==================== im_loader_flat
==> im_loader_flat/io_placement.png <==
Bar = 50 um. Pins as bars across the die edge, other pins in gray.
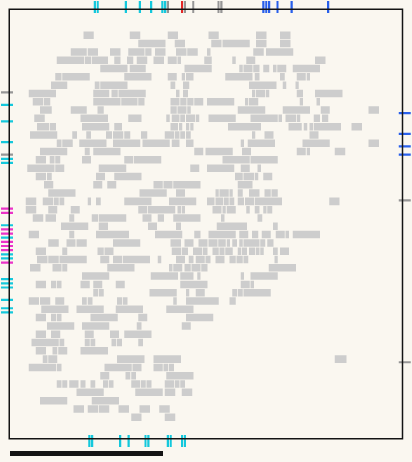

File: config.mk
export PLATFORM = sky130hd
export DESIGN_NAME = im_loader_flat
export DESIGN_NICKNAME = d
export VERILOG_FILES = /design/src/rtl/im_loader_pkg.sv /design/src/rtl/im_loader_if.sv /design/src/rtl/im_word_packer.sv /design/src/rtl/im_loader.sv /design/src/flat_wrapper.sv
export SDC_FILE = /design/constraint.sdc
export NUM_CORES = 1
export LEC_CHECK = 0
export CORE_ASPECT_RATIO = 1.1
export CORE_MARGIN = 5
export CORE_UTILIZATION = 25
export DETAILED_ROUTE_END_ITERATION = 10
export PLACE_DENSITY = 0.47
export SLEW_MARGIN = 20
export SYNTH_ARGS = -nofsm -noshare
export SYNTH_HDL_FRONTEND = slang
export SYNTH_SLANG_ARGS = --single-unit
File: constraint.sdc
create_clock -name clk -period 6.2 [get_ports clk]
set_clock_uncertainty 0.15 [all_clocks]
set_input_delay 1.24 -clock clk [delete_from_list [all_inputs] [get_ports clk]]
set_output_delay 1.24 -clock clk [all_outputs]
set_load 0.01 [all_outputs]
File: src/rtl/im_loader_pkg.sv
// Shared definitions for the instruction-memory image loader.
// Holds the state encoding, the default geometry and the IM word width.
package im_loader_pkg;

    localparam int ADDR_W_DEF = 10;
    localparam int CNT_W_DEF  = 16;
    localparam int WORD_W     = 32;

    typedef enum logic [2:0] {
        IDLE,
        HDR_HI,
        HDR_LO,
        DATA,
        CHK,
        DONE,
        ERR
    } state_e;

    function automatic logic is_busy(input state_e s);
        return (s == HDR_HI) || (s == HDR_LO) || (s == DATA) || (s == CHK);
    endfunction

endpackage

File: src/rtl/im_loader_if.sv
// Byte-stream input and IM write port of the loader; master = host/memory side, slave = loader.
interface im_loader_if
    import im_loader_pkg::*;
#(
    parameter int ADDR_W = ADDR_W_DEF
) ();

    logic [7:0]        in_data;
    logic              in_valid;
    logic              in_ready;
    logic              im_we;
    logic [ADDR_W-1:0] im_addr;
    logic [WORD_W-1:0] im_wdata;

    modport master (
        output in_data,
        output in_valid,
        input  in_ready,
        input  im_we,
        input  im_addr,
        input  im_wdata
    );

    modport slave (
        input  in_data,
        input  in_valid,
        output in_ready,
        output im_we,
        output im_addr,
        output im_wdata
    );

endinterface

File: src/rtl/im_word_packer.sv
// Purpose: packs MSB-first bytes into 32-bit words.
// Latency: word_valid rises the cycle after the 4th byte of a word.
// Backpressure: none; the caller only presents bytes it has accepted.
module im_word_packer
    import im_loader_pkg::*;
(
    input  logic              clk,
    input  logic              rst,
    input  logic              clr,
    input  logic              byte_vld,
    input  logic [7:0]        byte_dat,
    output logic              word_valid,
    output logic [WORD_W-1:0] word
);

    logic [WORD_W-1:0] shift_q, shift_d;
    logic [1:0]        idx_q, idx_d;
    logic              word_valid_q, word_valid_d;

    always_comb begin
        shift_d      = shift_q;
        idx_d        = idx_q;
        word_valid_d = 1'b0;
        if (clr) begin
            shift_d = '0;
            idx_d   = '0;
        end else if (byte_vld) begin
            shift_d      = {shift_q[WORD_W-9:0], byte_dat};
            idx_d        = idx_q + 2'd1;
            word_valid_d = (idx_q == 2'd3);
        end
    end

    always_ff @(posedge clk or negedge rst) begin
        if (!rst) begin
            shift_q      <= '0;
            idx_q        <= '0;
            word_valid_q <= 1'b0;
        end else begin
            shift_q      <= shift_d;
            idx_q        <= idx_d;
            word_valid_q <= word_valid_d;
        end
    end

    // The shift register itself is the word; it is stable during the strobe cycle.
    assign word_valid = word_valid_q;
    assign word       = shift_q;

endmodule

File: src/rtl/im_loader.sv
// Purpose: framed byte stream -> IM words at address 0.., holds CPU in reset (IM_LOADER_CHKSUM_EN adds checksum byte).
// Latency: IM write one cycle after a word's 4th byte; DONE/ERR one cycle after the deciding byte or last write.
// Backpressure: in_ready low outside header/data(/checksum) states, during start, and in the last word's write cycle.
module im_loader
    import im_loader_pkg::*;
#(
    parameter int ADDR_W = ADDR_W_DEF,
    parameter int CNT_W  = CNT_W_DEF
) (
    input  logic        clk,
    input  logic        rst,
    input  logic        start,
    im_loader_if.slave  bus,
    output logic        cpu_rst,
    output logic        busy,
    output logic        done,
    output logic        err
);

    localparam int          IDX_W = ADDR_W + 1;
    localparam logic [31:0] CAP   = 32'd1 << ADDR_W;

`ifdef IM_LOADER_CHKSUM_EN
    localparam state_e TAIL_STATE = CHK;
`else
    localparam state_e TAIL_STATE = DONE;
`endif

    state_e            state_q, state_d;
    logic [CNT_W-1:0]  count_q, count_d;
    logic [IDX_W-1:0]  word_cnt_q, word_cnt_d;
    logic [ADDR_W-1:0] im_addr_q, im_addr_d;
`ifdef IM_LOADER_CHKSUM_EN
    logic [7:0]        chk_q, chk_d;
`endif

    logic              in_rdy;
    logic              xfer;
    logic              word_vld;
    logic [WORD_W-1:0] word_dat;
    logic              last_wr;
    logic [CNT_W-1:0]  n_next;

    assign xfer    = bus.in_valid && in_rdy;
    assign n_next  = {count_q[CNT_W-9:0], bus.in_data};
    assign last_wr = word_vld && ((32'(word_cnt_q) + 32'd1) == 32'(count_q));

    im_word_packer u_packer (
        .clk        (clk),
        .rst        (rst),
        .clr        (start),
        .byte_vld   (xfer && (state_q == DATA)),
        .byte_dat   (bus.in_data),
        .word_valid (word_vld),
        .word       (word_dat)
    );

    // The last word's write cycle refuses bytes so nothing stray reaches the packer.
    always_comb begin
        in_rdy = 1'b0;
        case (state_q)
            HDR_HI, HDR_LO: in_rdy = 1'b1;
            DATA:           in_rdy = !last_wr;
`ifdef IM_LOADER_CHKSUM_EN
            CHK:            in_rdy = 1'b1;
`endif
            default:        in_rdy = 1'b0;
        endcase
        if (start) begin
            in_rdy = 1'b0;
        end
    end

    always_comb begin
        state_d    = state_q;
        count_d    = count_q;
        word_cnt_d = word_cnt_q;
        im_addr_d  = im_addr_q;
`ifdef IM_LOADER_CHKSUM_EN
        chk_d      = chk_q;
`endif
        if (start) begin
            state_d    = HDR_HI;
            count_d    = '0;
            word_cnt_d = '0;
            im_addr_d  = '0;
`ifdef IM_LOADER_CHKSUM_EN
            chk_d      = '0;
`endif
        end else begin
            // im_addr is the running word index; it steps after each strobe.
            if (word_vld) begin
                im_addr_d  = im_addr_q + ADDR_W'(1);
                word_cnt_d = word_cnt_q + IDX_W'(1);
            end
            case (state_q)
                HDR_HI: begin
                    if (xfer) begin
                        count_d = CNT_W'(bus.in_data);
                        state_d = HDR_LO;
                    end
                end
                HDR_LO: begin
                    if (xfer) begin
                        count_d = n_next;
                        if (n_next == '0) begin
                            state_d = TAIL_STATE;
                        end else if (32'(n_next) > CAP) begin
                            state_d = ERR;
                        end else begin
                            state_d = DATA;
                        end
                    end
                end
                DATA: begin
`ifdef IM_LOADER_CHKSUM_EN
                    if (xfer) begin
                        chk_d = chk_q ^ bus.in_data;
                    end
`endif
                    if (last_wr) begin
                        state_d = TAIL_STATE;
                    end
                end
`ifdef IM_LOADER_CHKSUM_EN
                CHK: begin
                    if (xfer) begin
                        state_d = (bus.in_data == chk_q) ? DONE : ERR;
                    end
                end
`endif
                default: state_d = state_q;
            endcase
        end
    end

    always_ff @(posedge clk or negedge rst) begin
        if (!rst) begin
            state_q    <= IDLE;
            count_q    <= '0;
            word_cnt_q <= '0;
            im_addr_q  <= '0;
`ifdef IM_LOADER_CHKSUM_EN
            chk_q      <= '0;
`endif
        end else begin
            state_q    <= state_d;
            count_q    <= count_d;
            word_cnt_q <= word_cnt_d;
            im_addr_q  <= im_addr_d;
`ifdef IM_LOADER_CHKSUM_EN
            chk_q      <= chk_d;
`endif
        end
    end

    assign bus.in_ready = in_rdy;
    assign bus.im_we    = word_vld;
    assign bus.im_addr  = im_addr_q;
    assign bus.im_wdata = word_dat;

    assign busy    = is_busy(state_q);
    assign done    = (state_q == DONE);
    assign err     = (state_q == ERR);
    assign cpu_rst = (state_q != DONE);

endmodule

File: src/flat_wrapper.sv
// flat-port wrapper written by rule: the top's interface ports become plain ports
module im_loader_flat import im_loader_pkg::*;
#(
    parameter int ADDR_W = ADDR_W_DEF,
    parameter int CNT_W  = CNT_W_DEF
)
  (clk, rst, start, cpu_rst, busy, done, err, bus_in_data, bus_in_valid, bus_in_ready, bus_im_we, bus_im_addr, bus_im_wdata);
  im_loader_if #(.ADDR_W(ADDR_W)) bus_i ();
  input  logic clk;
  input  logic rst;
  input  logic start;
  output logic cpu_rst;
  output logic busy;
  output logic done;
  output logic err;
  input wire logic [$bits(bus_i.in_data)-1:0] bus_in_data;
  input wire logic [$bits(bus_i.in_valid)-1:0] bus_in_valid;
  output wire logic [$bits(bus_i.in_ready)-1:0] bus_in_ready;
  output wire logic [$bits(bus_i.im_we)-1:0] bus_im_we;
  output wire logic [$bits(bus_i.im_addr)-1:0] bus_im_addr;
  output wire logic [$bits(bus_i.im_wdata)-1:0] bus_im_wdata;
  assign bus_i.in_data = bus_in_data;
  assign bus_i.in_valid = bus_in_valid;
  assign bus_in_ready = bus_i.in_ready;
  assign bus_im_we = bus_i.im_we;
  assign bus_im_addr = bus_i.im_addr;
  assign bus_im_wdata = bus_i.im_wdata;
  im_loader #(.ADDR_W(ADDR_W), .CNT_W(CNT_W)) u_core (.clk(clk), .rst(rst), .start(start), .bus(bus_i), .cpu_rst(cpu_rst), .busy(busy), .done(done), .err(err));
endmodule
==================== word_to_byte_serializer
`config.mk`:
```
export PLATFORM = sky130hd
export DESIGN_NAME = word_to_byte_serializer
export DESIGN_NICKNAME = d
export VERILOG_FILES = /design/src/rtl/word_to_byte_serializer.sv
export SDC_FILE = /design/constraint.sdc
export NUM_CORES = 1
export LEC_CHECK = 0
export CORE_ASPECT_RATIO = 1.1
export CORE_UTILIZATION = 45
export CTS_CLUSTER_DIAMETER = 200
export DETAILED_ROUTE_END_ITERATION = 10
export DONT_BUFFER_PORTS = 1
export GPL_TIMING_DRIVEN = 0
export PLACE_DENSITY = 0.57
export REMOVE_ABC_BUFFERS = 1
export SKIP_LAST_GASP = 1
export SYNTH_ARGS = -nofsm -noshare
export SYNTH_HDL_FRONTEND = slang
export SYNTH_SLANG_ARGS = --single-unit
```
`constraint.sdc`:
```
create_clock -name clk -period 2.2 [get_ports clk]
set_input_delay 0.44 -clock clk [delete_from_list [all_inputs] [get_ports clk]]
set_output_delay 0.44 -clock clk [all_outputs]
set_load 0.02 [all_outputs]
```
`src/rtl/word_to_byte_serializer.sv`:
```
// word_to_byte_serializer
// Splits each accepted 16-bit word into one or two bytes over a valid/ready
// stream. A word whose high byte is zero can be collapsed to a single byte.
// A new word can load on the same edge the final byte of the previous word
// leaves, so back-to-back words stream at one byte per cycle.

module word_to_byte_serializer #(
  parameter bit LOW_FIRST    = 1'b1,
  parameter bit SKIP_ZERO_HI = 1'b1
) (
  input  logic        clk,
  input  logic        rst_n,
  input  logic        in_valid,
  output logic        in_ready,
  input  logic [15:0] in_data,
  output logic        out_valid,
  input  logic        out_ready,
  output logic [7:0]  out_data,
  output logic        out_last,
  output logic        busy
);

  localparam logic [1:0] IDLE   = 2'd0;
  localparam logic [1:0] FIRST  = 2'd1;
  localparam logic [1:0] SECOND = 2'd2;

  logic [1:0]  state;
  logic [1:0]  state_next;
  logic [15:0] word;
  logic        single;
  logic        accept;
  logic        xfer;
  logic        load_single;
  logic [7:0]  load_byte;
  logic [7:0]  second_byte;

  assign out_valid = (state == FIRST) || (state == SECOND);
  assign busy      = (state != IDLE);
  assign xfer      = out_valid && out_ready;

  // Gated by rst_n so nothing is accepted while reset is held.
  assign in_ready  = rst_n && ((state == IDLE) || (xfer && out_last));
  assign accept    = in_valid && in_ready;

  // Byte selection for the word being loaded and for the held word's second byte.
  assign load_single = SKIP_ZERO_HI && (in_data[15:8] == 8'h00);
  assign load_byte   = (load_single || LOW_FIRST) ? in_data[7:0] : in_data[15:8];
  assign second_byte = LOW_FIRST ? word[15:8] : word[7:0];

  // Next-state decision for the IDLE/FIRST/SECOND sequencer.
  always_comb begin
    // NOTE: default assignment first, so every path drives state_next and no latch is inferred.
    state_next = state;
    case (state)
      IDLE: begin
        if (accept) state_next = FIRST;
      end
      FIRST: begin
        if (xfer) begin
          if (single) state_next = accept ? FIRST : IDLE;
          else        state_next = SECOND;
        end
      end
      SECOND: begin
        if (xfer) state_next = accept ? FIRST : IDLE;
      end
      default: state_next = IDLE;
    endcase
  end

  // State register; async reset discards any in-flight word.
  always_ff @(posedge clk or negedge rst_n) begin
    // NOTE: non-blocking assignments for all clocked state so every register samples pre-edge values.
    if (!rst_n) state <= IDLE;
    else        state <= state_next;
  end

  // Word capture and registered byte outputs; held while the consumer stalls.
  always_ff @(posedge clk or negedge rst_n) begin
    if (!rst_n) begin
      word     <= 16'h0000;
      single   <= 1'b0;
      out_data <= 8'h00;
      out_last <= 1'b0;
    end else if (accept) begin
      word     <= in_data;
      single   <= load_single;
      out_data <= load_byte;
      out_last <= load_single;
    end else if ((state == FIRST) && xfer && !single) begin
      out_data <= second_byte;
      out_last <= 1'b1;
    end
  end

endmodule

```
==================== voq_switch_rr
## src/rtl/voq_switch_pkg.sv

```systemverilog
// Shared definitions for the VOQ switch: width derivation helpers and the
// output-FIFO entry layout. The entry struct is sized for the largest
// supported configuration (up to 256 ports, up to 64-bit payload); the
// switch stores only the low bits it needs and the rest stay constant zero.
package voq_switch_pkg;

  localparam int unsigned SRC_W_MAX  = 8;
  localparam int unsigned DATA_W_MAX = 64;

  // Select width for an n-port switch (n is a power of 2).
  function automatic int unsigned f_w_sel(input int unsigned n);
    return unsigned'($clog2(n));
  endfunction

  // Occupancy counter width for a FIFO of the given depth (holds 0..depth).
  function automatic int unsigned f_w_cnt(input int unsigned depth);
    return unsigned'($clog2(depth)) + 1;
  endfunction

  typedef struct packed {
    logic [SRC_W_MAX-1:0]  src;
    logic [DATA_W_MAX-1:0] data;
  } fifo_entry_t;

endpackage

```

## src/rtl/rr_arbiter.sv

```systemverilog
// Round-robin arbiter for one switch output.
// Ports:
//   clk, rst_n    clock, async active-low reset (pointer clears to 0)
//   i_req[N]      request vector, one bit per input
//   i_en          arbitration enable (low while the output FIFO is full)
//   o_grant_c[N]  combinational one-hot grant
//   o_gidx_c      combinational index of the granted input
//   o_gvalid_c    combinational "a grant was issued"
// The search starts at the pointer; after a grant the pointer moves to the
// input just past the winner, otherwise it holds.
module rr_arbiter
  import voq_switch_pkg::*;
#(
  parameter int unsigned N = 4,
  localparam int unsigned W = f_w_sel(N)
) (
  input  logic         clk,
  input  logic         rst_n,
  input  logic [N-1:0] i_req,
  input  logic         i_en,
  output logic [N-1:0] o_grant_c,
  output logic [W-1:0] o_gidx_c,
  output logic         o_gvalid_c
);

  logic [W-1:0] r_ptr;
  logic [W-1:0] w_idx;

  // First requester at or after the pointer, wrapping through the power-of-2 index.
  always_comb begin
    o_grant_c  = '0;
    o_gidx_c   = '0;
    o_gvalid_c = 1'b0;
    w_idx      = '0;
    for (int unsigned k = 0; k < N; k++) begin
      w_idx = r_ptr + W'(k);
      if (i_en && !o_gvalid_c && i_req[w_idx]) begin
        o_gvalid_c = 1'b1;
        o_gidx_c   = w_idx;
      end
    end
    if (o_gvalid_c) o_grant_c[o_gidx_c] = 1'b1;
  end

  // Pointer update.
  always_ff @(posedge clk or negedge rst_n) begin
    if (!rst_n)          r_ptr <= '0;
    else if (o_gvalid_c) r_ptr <= o_gidx_c + W'(1);
  end

endmodule

```

## src/rtl/voq_switch_rr.sv

```systemverilog
// PORT_NUB x PORT_NUB cell switch with one round-robin arbiter and one
// first-word-fall-through FIFO per output.
// Ports:
//   clk, rst_n   clock, async active-low reset
//   in_valid     per-input cell valid
//   in_dest      per-input destination port (W_SEL bits each)
//   in_data      per-input payload (DATA_WIDTH bits each)
//   in_ready     per-input accept, combinational (grant from its destination)
//   out_valid    per-output head cell present
//   out_data     per-output head payload
//   out_src      per-output head source port
//   out_ready    per-output consumer accept
//   alm_full     per-output FIFO occupancy >= DEPTH-ALM_FULL_TH
//   stat_cnt     per-output 32-bit delivered-cell counter (SWITCH_STATS_EN)
// Optional feature: define SWITCH_STATS_EN to add stat_cnt and its counters.
// Supported range: PORT_NUB <= 256, DATA_WIDTH <= 64.
module voq_switch_rr
  import voq_switch_pkg::*;
#(
  parameter int unsigned PORT_NUB    = 4,
  parameter int unsigned DATA_WIDTH  = 8,
  parameter int unsigned DEPTH       = 16,
  parameter int unsigned ALM_FULL_TH = 2,
  localparam int unsigned W_SEL = f_w_sel(PORT_NUB),
  localparam int unsigned W_CNT = f_w_cnt(DEPTH)
) (
  input  logic                           clk,
  input  logic                           rst_n,
  input  logic [PORT_NUB-1:0]            in_valid,
  input  logic [PORT_NUB*W_SEL-1:0]      in_dest,
  input  logic [PORT_NUB*DATA_WIDTH-1:0] in_data,
  output logic [PORT_NUB-1:0]            in_ready,
  output logic [PORT_NUB-1:0]            out_valid,
  output logic [PORT_NUB*DATA_WIDTH-1:0] out_data,
  output logic [PORT_NUB*W_SEL-1:0]      out_src,
  input  logic [PORT_NUB-1:0]            out_ready,
  output logic [PORT_NUB-1:0]            alm_full
`ifdef SWITCH_STATS_EN
  ,
  output logic [PORT_NUB*32-1:0]         stat_cnt
`endif
);

  localparam int unsigned W_PTR = W_CNT - 1;
  localparam logic [W_CNT-1:0] CNT_FULL = W_CNT'(DEPTH);
  localparam logic [W_CNT-1:0] CNT_ALM  = W_CNT'(DEPTH - ALM_FULL_TH);

  logic [PORT_NUB*PORT_NUB-1:0] w_grant_flat;

  // An input can only be granted by the output it addresses, so OR-ing all
  // grant columns gives its ready. Held low while in reset.
  always_comb begin
    in_ready = '0;
    for (int unsigned j = 0; j < PORT_NUB; j++) begin
      in_ready = in_ready | w_grant_flat[j*PORT_NUB +: PORT_NUB];
    end
    if (!rst_n) in_ready = '0;
  end

  for (genvar j = 0; j < PORT_NUB; j++) begin : g_out
    logic [PORT_NUB-1:0] w_req;
    logic [PORT_NUB-1:0] w_grant;
    logic [W_SEL-1:0]    w_gsrc;
    logic                w_push;
    logic                w_pop;
    fifo_entry_t         w_wr_entry;
    fifo_entry_t         w_head;
    logic                w_unused_head;
    fifo_entry_t         r_mem [DEPTH];
    logic [W_PTR-1:0]    r_wr_ptr;
    logic [W_PTR-1:0]    r_rd_ptr;
    logic [W_CNT-1:0]    r_cnt;

    // Inputs addressing this output.
    always_comb begin
      w_req = '0;
      for (int unsigned i = 0; i < PORT_NUB; i++) begin
        w_req[i] = in_valid[i] && (in_dest[i*W_SEL +: W_SEL] == W_SEL'(j));
      end
    end

    // Full blocks the grant even when a pop happens in the same cycle.
    rr_arbiter #(.N(PORT_NUB)) u_arb (
      .clk        (clk),
      .rst_n      (rst_n),
      .i_req      (w_req),
      .i_en       (r_cnt != CNT_FULL),
      .o_grant_c  (w_grant),
      .o_gidx_c   (w_gsrc),
      .o_gvalid_c (w_push)
    );

    assign w_grant_flat[j*PORT_NUB +: PORT_NUB] = w_grant;

    // Winner's payload tagged with its source index.
    always_comb begin
      w_wr_entry     = '0;
      w_wr_entry.src = SRC_W_MAX'(w_gsrc);
      for (int unsigned i = 0; i < PORT_NUB; i++) begin
        if (w_gsrc == W_SEL'(i)) w_wr_entry.data = DATA_W_MAX'(in_data[i*DATA_WIDTH +: DATA_WIDTH]);
      end
    end

    assign w_pop = (r_cnt != '0) && out_ready[j];

    // Storage, no reset: contents are qualified by the count.
    always_ff @(posedge clk) begin
      if (w_push) r_mem[r_wr_ptr] <= w_wr_entry;
    end

    // Pointers wrap naturally at DEPTH (power of 2).
    always_ff @(posedge clk or negedge rst_n) begin
      if (!rst_n) begin
        r_wr_ptr <= '0;
        r_rd_ptr <= '0;
        r_cnt    <= '0;
      end else begin
        if (w_push) r_wr_ptr <= r_wr_ptr + W_PTR'(1);
        if (w_pop)  r_rd_ptr <= r_rd_ptr + W_PTR'(1);
        case ({w_push, w_pop})
          2'b10:   r_cnt <= r_cnt + W_CNT'(1);
          2'b01:   r_cnt <= r_cnt - W_CNT'(1);
          default: r_cnt <= r_cnt;
        endcase
      end
    end

    assign w_head = r_mem[r_rd_ptr];
    assign out_valid[j]                          = (r_cnt != '0);
    assign out_data[j*DATA_WIDTH +: DATA_WIDTH]  = DATA_WIDTH'(w_head.data);
    assign out_src[j*W_SEL +: W_SEL]             = W_SEL'(w_head.src);
    assign alm_full[j]                           = (r_cnt >= CNT_ALM);
    // Upper entry bits beyond this configuration are never presented.
    assign w_unused_head = ^w_head;

`ifdef SWITCH_STATS_EN
    logic [31:0] r_stat;

    // Delivered-cell counter, wraps at 2^32.
    always_ff @(posedge clk or negedge rst_n) begin
      if (!rst_n)     r_stat <= '0;
      else if (w_pop) r_stat <= r_stat + 32'd1;
    end

    assign stat_cnt[j*32 +: 32] = r_stat;
`endif
  end

endmodule

```

## config.mk

```make
export PLATFORM = sky130hd
export DESIGN_NAME = voq_switch_rr
export DESIGN_NICKNAME = d
export VERILOG_FILES = /design/src/rtl/voq_switch_pkg.sv /design/src/rtl/rr_arbiter.sv /design/src/rtl/voq_switch_rr.sv
export SDC_FILE = /design/constraint.sdc
export NUM_CORES = 1
export LEC_CHECK = 0
export ABC_AREA = 0
export CORE_AREA = 8 8 245 247
export CTS_CLUSTER_SIZE = 20
export DETAILED_ROUTE_END_ITERATION = 8
export DIE_AREA = 0 0 253 255
export HOLD_SLACK_MARGIN = 0.15
export PLACE_DENSITY = 0.71
export SLEW_MARGIN = 20
export SYNTH_ARGS = -nofsm -noshare
export SYNTH_HDL_FRONTEND = slang
export SYNTH_MEMORY_MAX_BITS = 65536
export SYNTH_SLANG_ARGS = --single-unit
export TNS_END_PERCENT = 100
```

## constraint.sdc

```tcl
create_clock -name clk -period 6.9 [get_ports clk]
set_input_delay 1.725 -clock clk [delete_from_list [all_inputs] [get_ports clk]]
set_output_delay 1.725 -clock clk [all_outputs]
set_load 0.02 [all_outputs]
```

==================== vip_capture_buf
`src/rtl/vip_capture_buf.sv`:
```
// vip_capture_buf: passive AXI-Stream tap that snapshots FRAMES frames of SAMP
// samples after an arm command and serves them through a registered read port.
module vip_capture_buf #(
  parameter int unsigned TDATA_WIDTH = 16,
  parameter int unsigned SAMP        = 32,
  parameter int unsigned FRAMES      = 1,
  parameter bit          ALIGN       = 1'b1,
  parameter bit          AUTO_ARM    = 1'b1
) (
  input  logic                                 clk,
  input  logic                                 rst,
  input  logic [TDATA_WIDTH-1:0]               s_axis_tdata,
  input  logic                                 s_axis_tvalid,
  input  logic                                 s_axis_tlast,
  output logic                                 s_axis_tready,
  input  logic                                 arm,
  output logic                                 vip_full,
  output logic                                 frame_err,
  output logic [$clog2(SAMP*FRAMES+1)-1:0]     wr_count,
  input  logic [$clog2(SAMP*FRAMES)-1:0]       rd_addr,
  output logic [TDATA_WIDTH-1:0]               rd_data
);

  localparam int unsigned DEPTH = SAMP * FRAMES;
  localparam int unsigned CW    = $clog2(DEPTH + 1);
  localparam int unsigned AW    = $clog2(DEPTH);
  localparam int unsigned PW    = $clog2(SAMP);

  typedef enum logic [1:0] {
    S_IDLE    = 2'd0,
    S_ARMED   = 2'd1,
    S_CAPTURE = 2'd2,
    S_FULL    = 2'd3
  } state_t;

  // Where reset and arm land, depending on alignment and auto-arm options.
  localparam state_t ARM_STATE   = ALIGN ? S_ARMED : S_CAPTURE;
  localparam state_t RESET_STATE = AUTO_ARM ? ARM_STATE : S_IDLE;

  state_t                   r_state;
  logic                     r_tready;
  logic                     r_full;
  logic                     r_err;
  logic [CW-1:0]            r_count;
  logic [PW-1:0]            r_pos;
  logic [TDATA_WIDTH-1:0]   r_rd_data;
  logic [TDATA_WIDTH-1:0]   r_ram [DEPTH];

  logic                     w_beat;
  logic                     w_wr_en;
  logic                     w_pos_last;
  logic                     w_last_wr;
  logic                     w_misalign;

  assign w_beat     = s_axis_tvalid && r_tready;
  assign w_wr_en    = (r_state == S_CAPTURE) && w_beat && !arm && !rst;
  assign w_pos_last = (r_pos == PW'(SAMP - 1));
  assign w_last_wr  = (r_count == CW'(DEPTH - 1));
  // tlast must coincide exactly with the last sample slot of each frame.
  assign w_misalign = ALIGN && (s_axis_tlast != w_pos_last);

  assign s_axis_tready = r_tready;
  assign vip_full      = r_full;
  assign frame_err     = r_err;
  assign wr_count      = r_count;
  assign rd_data       = r_rd_data;

  // Capture control FSM with registered status outputs; arm overrides everything but rst.
  always_ff @(posedge clk) begin
    if (rst) begin
      r_state  <= RESET_STATE;
      r_tready <= 1'b0;
      r_full   <= 1'b0;
      r_err    <= 1'b0;
      r_count  <= '0;
      r_pos    <= '0;
    end else begin
      r_tready <= 1'b1;
      if (arm) begin
        r_state <= ARM_STATE;
        r_full  <= 1'b0;
        r_err   <= 1'b0;
        r_count <= '0;
        r_pos   <= '0;
      end else begin
        case (r_state)
          S_ARMED: begin
            if (w_beat && s_axis_tlast) begin
              r_state <= S_CAPTURE;
            end
          end
          S_CAPTURE: begin
            if (w_beat) begin
              r_count <= r_count + CW'(1);
              r_pos   <= w_pos_last ? '0 : r_pos + PW'(1);
              if (w_misalign) begin
                r_err <= 1'b1;
              end
              if (w_last_wr) begin
                r_state <= S_FULL;
                r_full  <= 1'b1;
              end
            end
          end
          default: begin
          end
        endcase
      end
    end
  end

  // Sample store; never cleared so a snapshot survives rst and arm.
  always_ff @(posedge clk) begin
    if (w_wr_en) begin
      r_ram[r_count[AW-1:0]] <= s_axis_tdata;
    end
  end

  // Registered read port; read-first against a same-edge write.
  always_ff @(posedge clk) begin
    if (rst) begin
      r_rd_data <= '0;
    end else begin
      r_rd_data <= r_ram[rd_addr];
    end
  end

endmodule

```
`config.mk`:
```
export PLATFORM = sky130hd
export DESIGN_NAME = vip_capture_buf
export DESIGN_NICKNAME = d
export VERILOG_FILES = /design/src/rtl/vip_capture_buf.sv
export SDC_FILE = /design/constraint.sdc
export NUM_CORES = 1
export LEC_CHECK = 0
export CORE_UTILIZATION = 52
export CTS_CLUSTER_DIAMETER = 40
export CTS_CLUSTER_SIZE = 12
export DETAILED_ROUTE_END_ITERATION = 6
export PLACE_DENSITY_LB_ADDON = 0.12
export SETUP_SLACK_MARGIN = 0.5
export SYNTH_ARGS = -nofsm -noshare
export SYNTH_HDL_FRONTEND = slang
export SYNTH_SLANG_ARGS = --single-unit
```
`constraint.sdc`:
```
create_clock -name clk -period 3.6 [get_ports clk]
set_input_delay 0.72 -clock clk [delete_from_list [all_inputs] [get_ports clk]]
set_output_delay 0.72 -clock clk [all_outputs]
set_load 0.03 [all_outputs]
```
==> word_to_byte_serializer/layer_met3.png <==
Bar = 10 um.
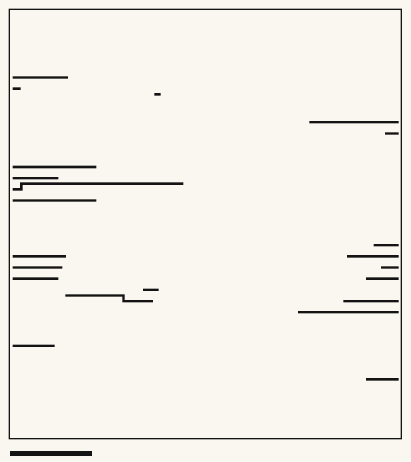
share of all routed wire	8.0%
wire length on this layer	136 um
nets with wire on the layer	20

==> results.tsv, word_to_byte_serializer <==
metric	value	unit
relative slew slack	39.0	%
detail-routed via count per cell	5.68	
result of the run	finished clean	
number of antenna violations at the first check in global routing	0	
final core utilization	52.4	%
highest cell delay on the worst timing path	470	ps
OpenROAD warning count	28	
switching share of total power	38.5	%
Yosys Instances	74	
DRC viols	0	
NetSw	566	uW
highest signal layer in the routed design	met4	
tap cell instance count	28	
minimum setup slack in the final design	126	ps
count of H-tree levels built during CTS	1	
worst-case reg-to-reg path depth	5	
AO/OA Area Share	6.95	%
wire length after detailed routing	1.71	mm
Worst Max-Slew Pin Slew	912	ps
met3 Usage GRT	3.82	%
global routing met1 resource utilization	20.7	%
hold path cells	1	
Worst Setup Path Type	register to primary output	
clk ins delay skew pair	290	ps
registers with the most flip-flops	out_data: 8 flops, word: 8 flops, state: 2 flops	
fillers	206	
fraction of area in multi-input gates	47.0	%
CP Depth	4	
leakage dissipation	0.000462	uW
flip-flop and latch power	748	uW
basic-gate share of the synthesized area counting and, or, nand and nor cells	8.90	%
post-DR wirelength/cell	16.3	um
share of Yosys cell area claimed by the top area cell type	48.8	%
Yosys cell types	20	
crit path from	state[0]	
share of final layout cell area taken by non-clock buffers	0.916	%
floorplan die area	2480	um^2
placement row count	17	
most popular library cell in the synthesized design by count	mux2_2	
combinational share of power	37.8	%
routed wire length on met2	795	um
Buffers on Ports	0	
post-CTS repair timing setup buffer count	0	
post-synthesis xor/xnor area fraction	0	%
total clock buffers created by CTS	3	
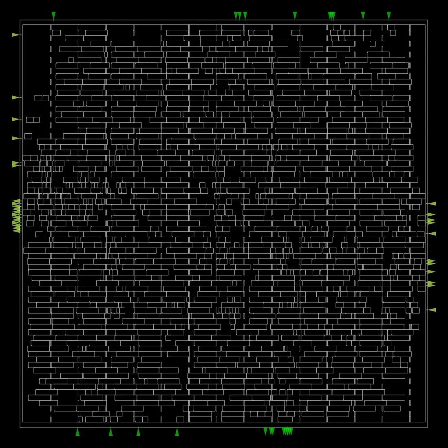
(vip_capture_buf/placement.png)
placement row count: 73
sequential cell count: 544
final core utilization: 62.3%

==> results.tsv, vip_capture_buf <==
metric	value	unit
gate family responsible for the most delay along the worst path	buffers and inverters	
fillers	2802	
Period Utilization, post-route	77.2	%
instance area after placement	22500	um^2
share of post-route cells with drive strength above 1	24.1	%
top cell type by total area after synthesis	edfxtp_1	
flip-flop and latch power	6940	uW
Post-Synthesis Cell Area	21100	um^2
Post-Place Setup Slack	471	ps
clock tree from TritonCTS	done	
Post-Synthesis Cells	976	
detail-routed via count per cell	5.91	
setup repair after global routing missed its margin	false	
estimated wirelength of the detail-placed design	28.8	mm
post-route design area	24900	um^2
routed wire length on met2	22.6	mm
number of standard cells in the final layout excluding fillers	1709	
share of final layout cell area taken by non-clock buffers	4.77	%
dominant kind of combinational cell	multiplexers	
Yosys Instances	976	
tap cell instance count	525	
result of the run	finished clean	
global-route wire length before repair	69.0	mm
internal power	11500	uW
floorplan die area	41500	um^2
Yosys cell types	47	
buffers plus inverters on the worst setup path	1	
global route overflow	0	
hold path cells	2	
hold_ws	463	ps
maximum number of pins on one net before global-route repair	39	
highest signal layer in the routed design	met4	
Worst Max-Slew Pin Slew	941	ps
P_comb	646	uW
die height	204	um
overall fraction of global-route tracks in use	23.7	%
clock-pin slew on the worst setup and hold paths	50	ps
met3 Usage GRT	4.71	%
CTS-repair resized insts	0	
layout buffer count excluding clock buffers	129	
OpenROAD warning count	29	
setup TNS after final layout	0	ps
1st-iter DRT viols	969	
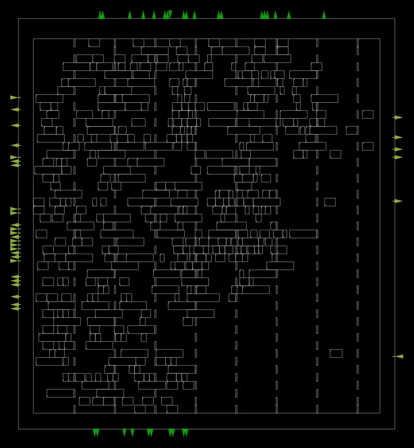
(im_loader_flat/placement.png)
final core utilization: 32.6%
placement row count: 47
number of standard cells in the final layout excluding fillers: 622
tap cell instance count: 196

About im_loader_flat/io_placement.png:
color	port	pins	direction	edge
magenta	`bus_in_data`	8	input	left
blue	`bus_im_addr`	10	output	6 top, 4 right
cyan	`bus_im_wdata`	32	output	15 left, 10 bottom, 7 top
red	`busy`	1	output	top
die height: 140 um
Buffers on Ports: 59
die extent in x: 128 um

==> results.tsv, im_loader_flat <==
metric	value	unit
clk ins delay skew pair	330	ps
fraction of area in multi-input gates	37.2	%
basic-gate share of the synthesized area counting and, or, nand and nor cells	20.3	%
power after layout	1420	uW
result of the run	finished clean	
gate family responsible for the most delay along the worst path	simple AND/OR/NAND/NOR gates	
clock-pin slew on the worst setup and hold paths	60	ps
layout buffer count excluding clock buffers	63	
most popular library cell in the synthesized design by count	dfrtp_1	
Synthesized registers	75	
Worst Max-Slew Pin Slew	998	ps
root buffer selected by CTS	clkbuf_16	
reg-to-reg endpoint	u_core.u_packer.word[8]	
sequential power share	40.8	%
Flop area	1880	um^2
maximum number of pins on one net before global-route repair	76	
first-pass iteration count of the detailed router	4	
Register-to-Register Setup Slack	2860	ps
inverter count of the layout excluding clock inverters	6	
Hold Crit Start	u_core.u_packer.idx_q[0]	
highest cell delay on the worst timing path	470	ps
Area contributors post-synth	dfrtp_1 (49%), or3b_2 (5.0%), a21oi_1 (3.9%), a22o_1 (3.6%), xor2_1 (3.6%)	
Adder Share, Synth	0.974	%
share of post-route cells with drive strength above 1	13.4	%
pre-placement core utilization	25.5	%
Period Utilization, post-route	79.0	%
OpenROAD warning count	26	
cell count after placement	608	
area growth from synthesis to layout	27.7	%
buffers plus inverters on the worst setup path	2	
hold crit path type	register to register	
share of power burned in the clock network	41.6	%
hold_ws	351	ps
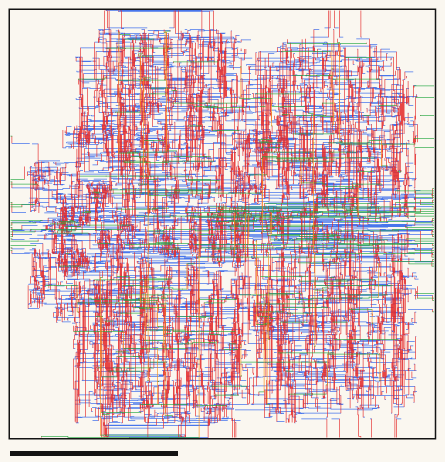
(voq_switch_rr/wires.png)
Bar = 100 um.
color	layer	wire length
blue	metal 1	29.8 mm
orange	metal 4	1620 um
red	metal 2	31.9 mm
green	metal 3	5650 um

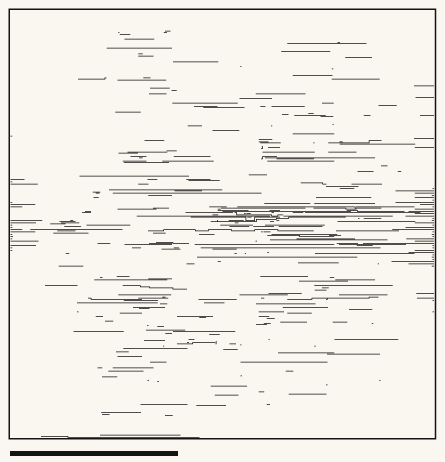
(voq_switch_rr/layer_met3.png)
Bar = 100 um.
wire length on this layer	5650 um
share of all routed wire	8.2%
main direction	horizontal
nets with wire on the layer	217
longest straight run	107 um

==> results.tsv, voq_switch_rr <==
metric	value	unit
result of the run	finished clean	
switching share of total power	34.1	%
DRC viols	0	
die height	255	um
share of final layout cell area taken by non-clock buffers	4.29	%
NetSw	5710	uW
first-pass iteration count of the detailed router	6	
relative slew slack	22.4	%
Hold Crit Start	g_out[2].r_cnt[3]	
summed standard-cell area reported by yosys	30000	um^2
tap cell instance count	756	
comb. cell area	8800	um^2
post-synthesis xor/xnor area fraction	1.31	%
total clock buffers created by CTS	72	
clock group total power	3630	uW
hold_ws	551	ps
fillers	4049	
syn avg cell area	17.8	um^2
net count of the mapped netlist	1785	
routed wire length on met3	5.65	mm
power after layout	16800	uW
number of antenna violations at the first check in global routing	1	
internal power	11000	uW
clock tree from TritonCTS	done	
basic-gate share of the synthesized area counting and, or, nand and nor cells	5.80	%
register area share after synthesis	69.1	%
highest cell delay on the worst timing path	590	ps
hold path cells	2	
Multi-Input Combinational	844	
share of Yosys cell area claimed by the top area cell type	64.1	%
die extent in x	253	um
number of synthesized flops with an enable pin	640	
inverter count of the layout excluding clock inverters	38	
fin nets	1925	
cell with the largest stage delay on the worst path	and2_1	
fraction of area in multi-input gates	25.7	%
Worst Max-Slew Pin Slew	1160	ps
buffers plus inverters on the worst setup path	4	
beginning of the worst register-to-register path	g_out[3].r_cnt[1]	
hold crit path type	register to register	
met3 Usage GRT	4.68	%
global-route layer with the greatest usage	met2	
Peak VDD IR	316	uV
flip-flop and latch power	6950	uW
P_comb	6180	uW


==> screenshots <==
Signal wires by layer.
panel A
Bar = 50 um.
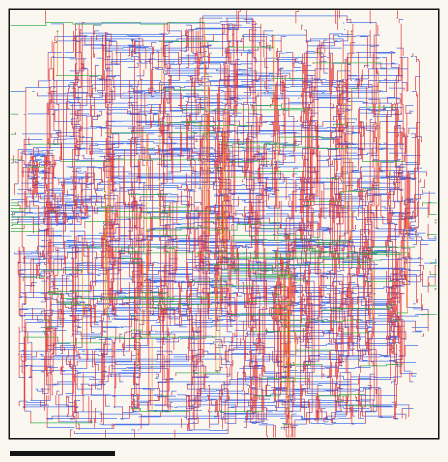
panel B
Bar = 50 um.
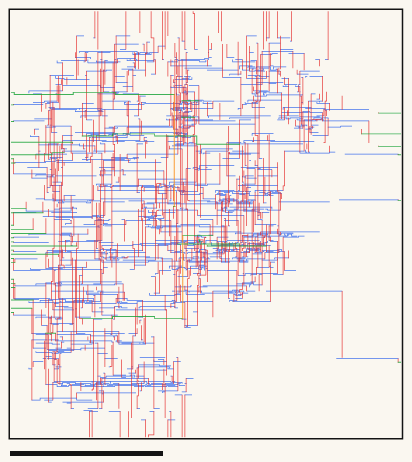
panel C
Bar = 10 um.
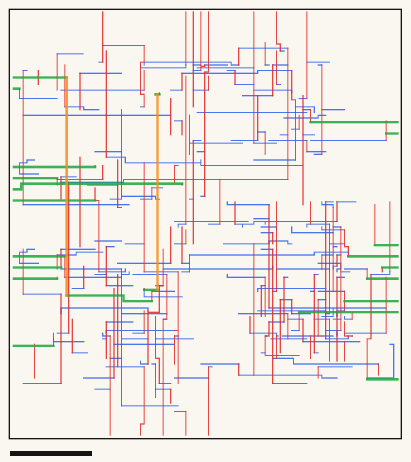
The one with the largest die is panel A.
The one with the least wire is panel C.
- panel A = vip_capture_buf
- panel B = im_loader_flat
- panel C = word_to_byte_serializer


==> layout pictures side by side <==
Drive-strength map.
(a)
Bar = 50 um.
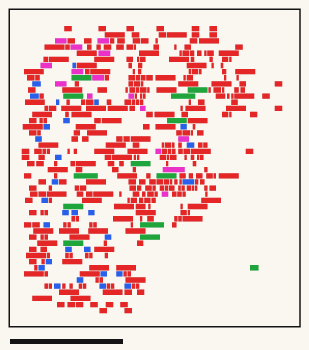
(b)
Bar = 50 um.
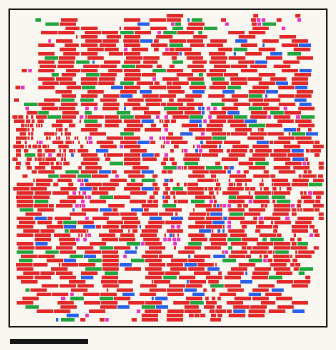
(c)
Bar = 10 um.
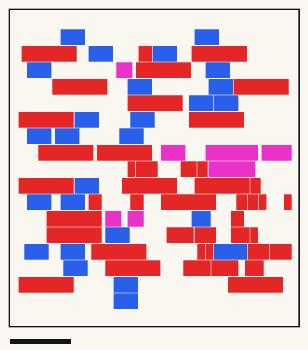
- (c) = word_to_byte_serializer
- (a) = im_loader_flat
- (b) = vip_capture_buf
The one with the largest die is (b).

Key to (b):
color	size	cells	share	most used
red	_0 and _1 cells	898	76%	edfxtp_1
green	_6 and larger	103	8.7%	clkbuf_16
blue	_2 cells	98	8.3%	mux4_2
magenta	_3 and _4 cells	84	7.1%	buf_4

No activity file was given, so power comes from the tool's default toggle rates.
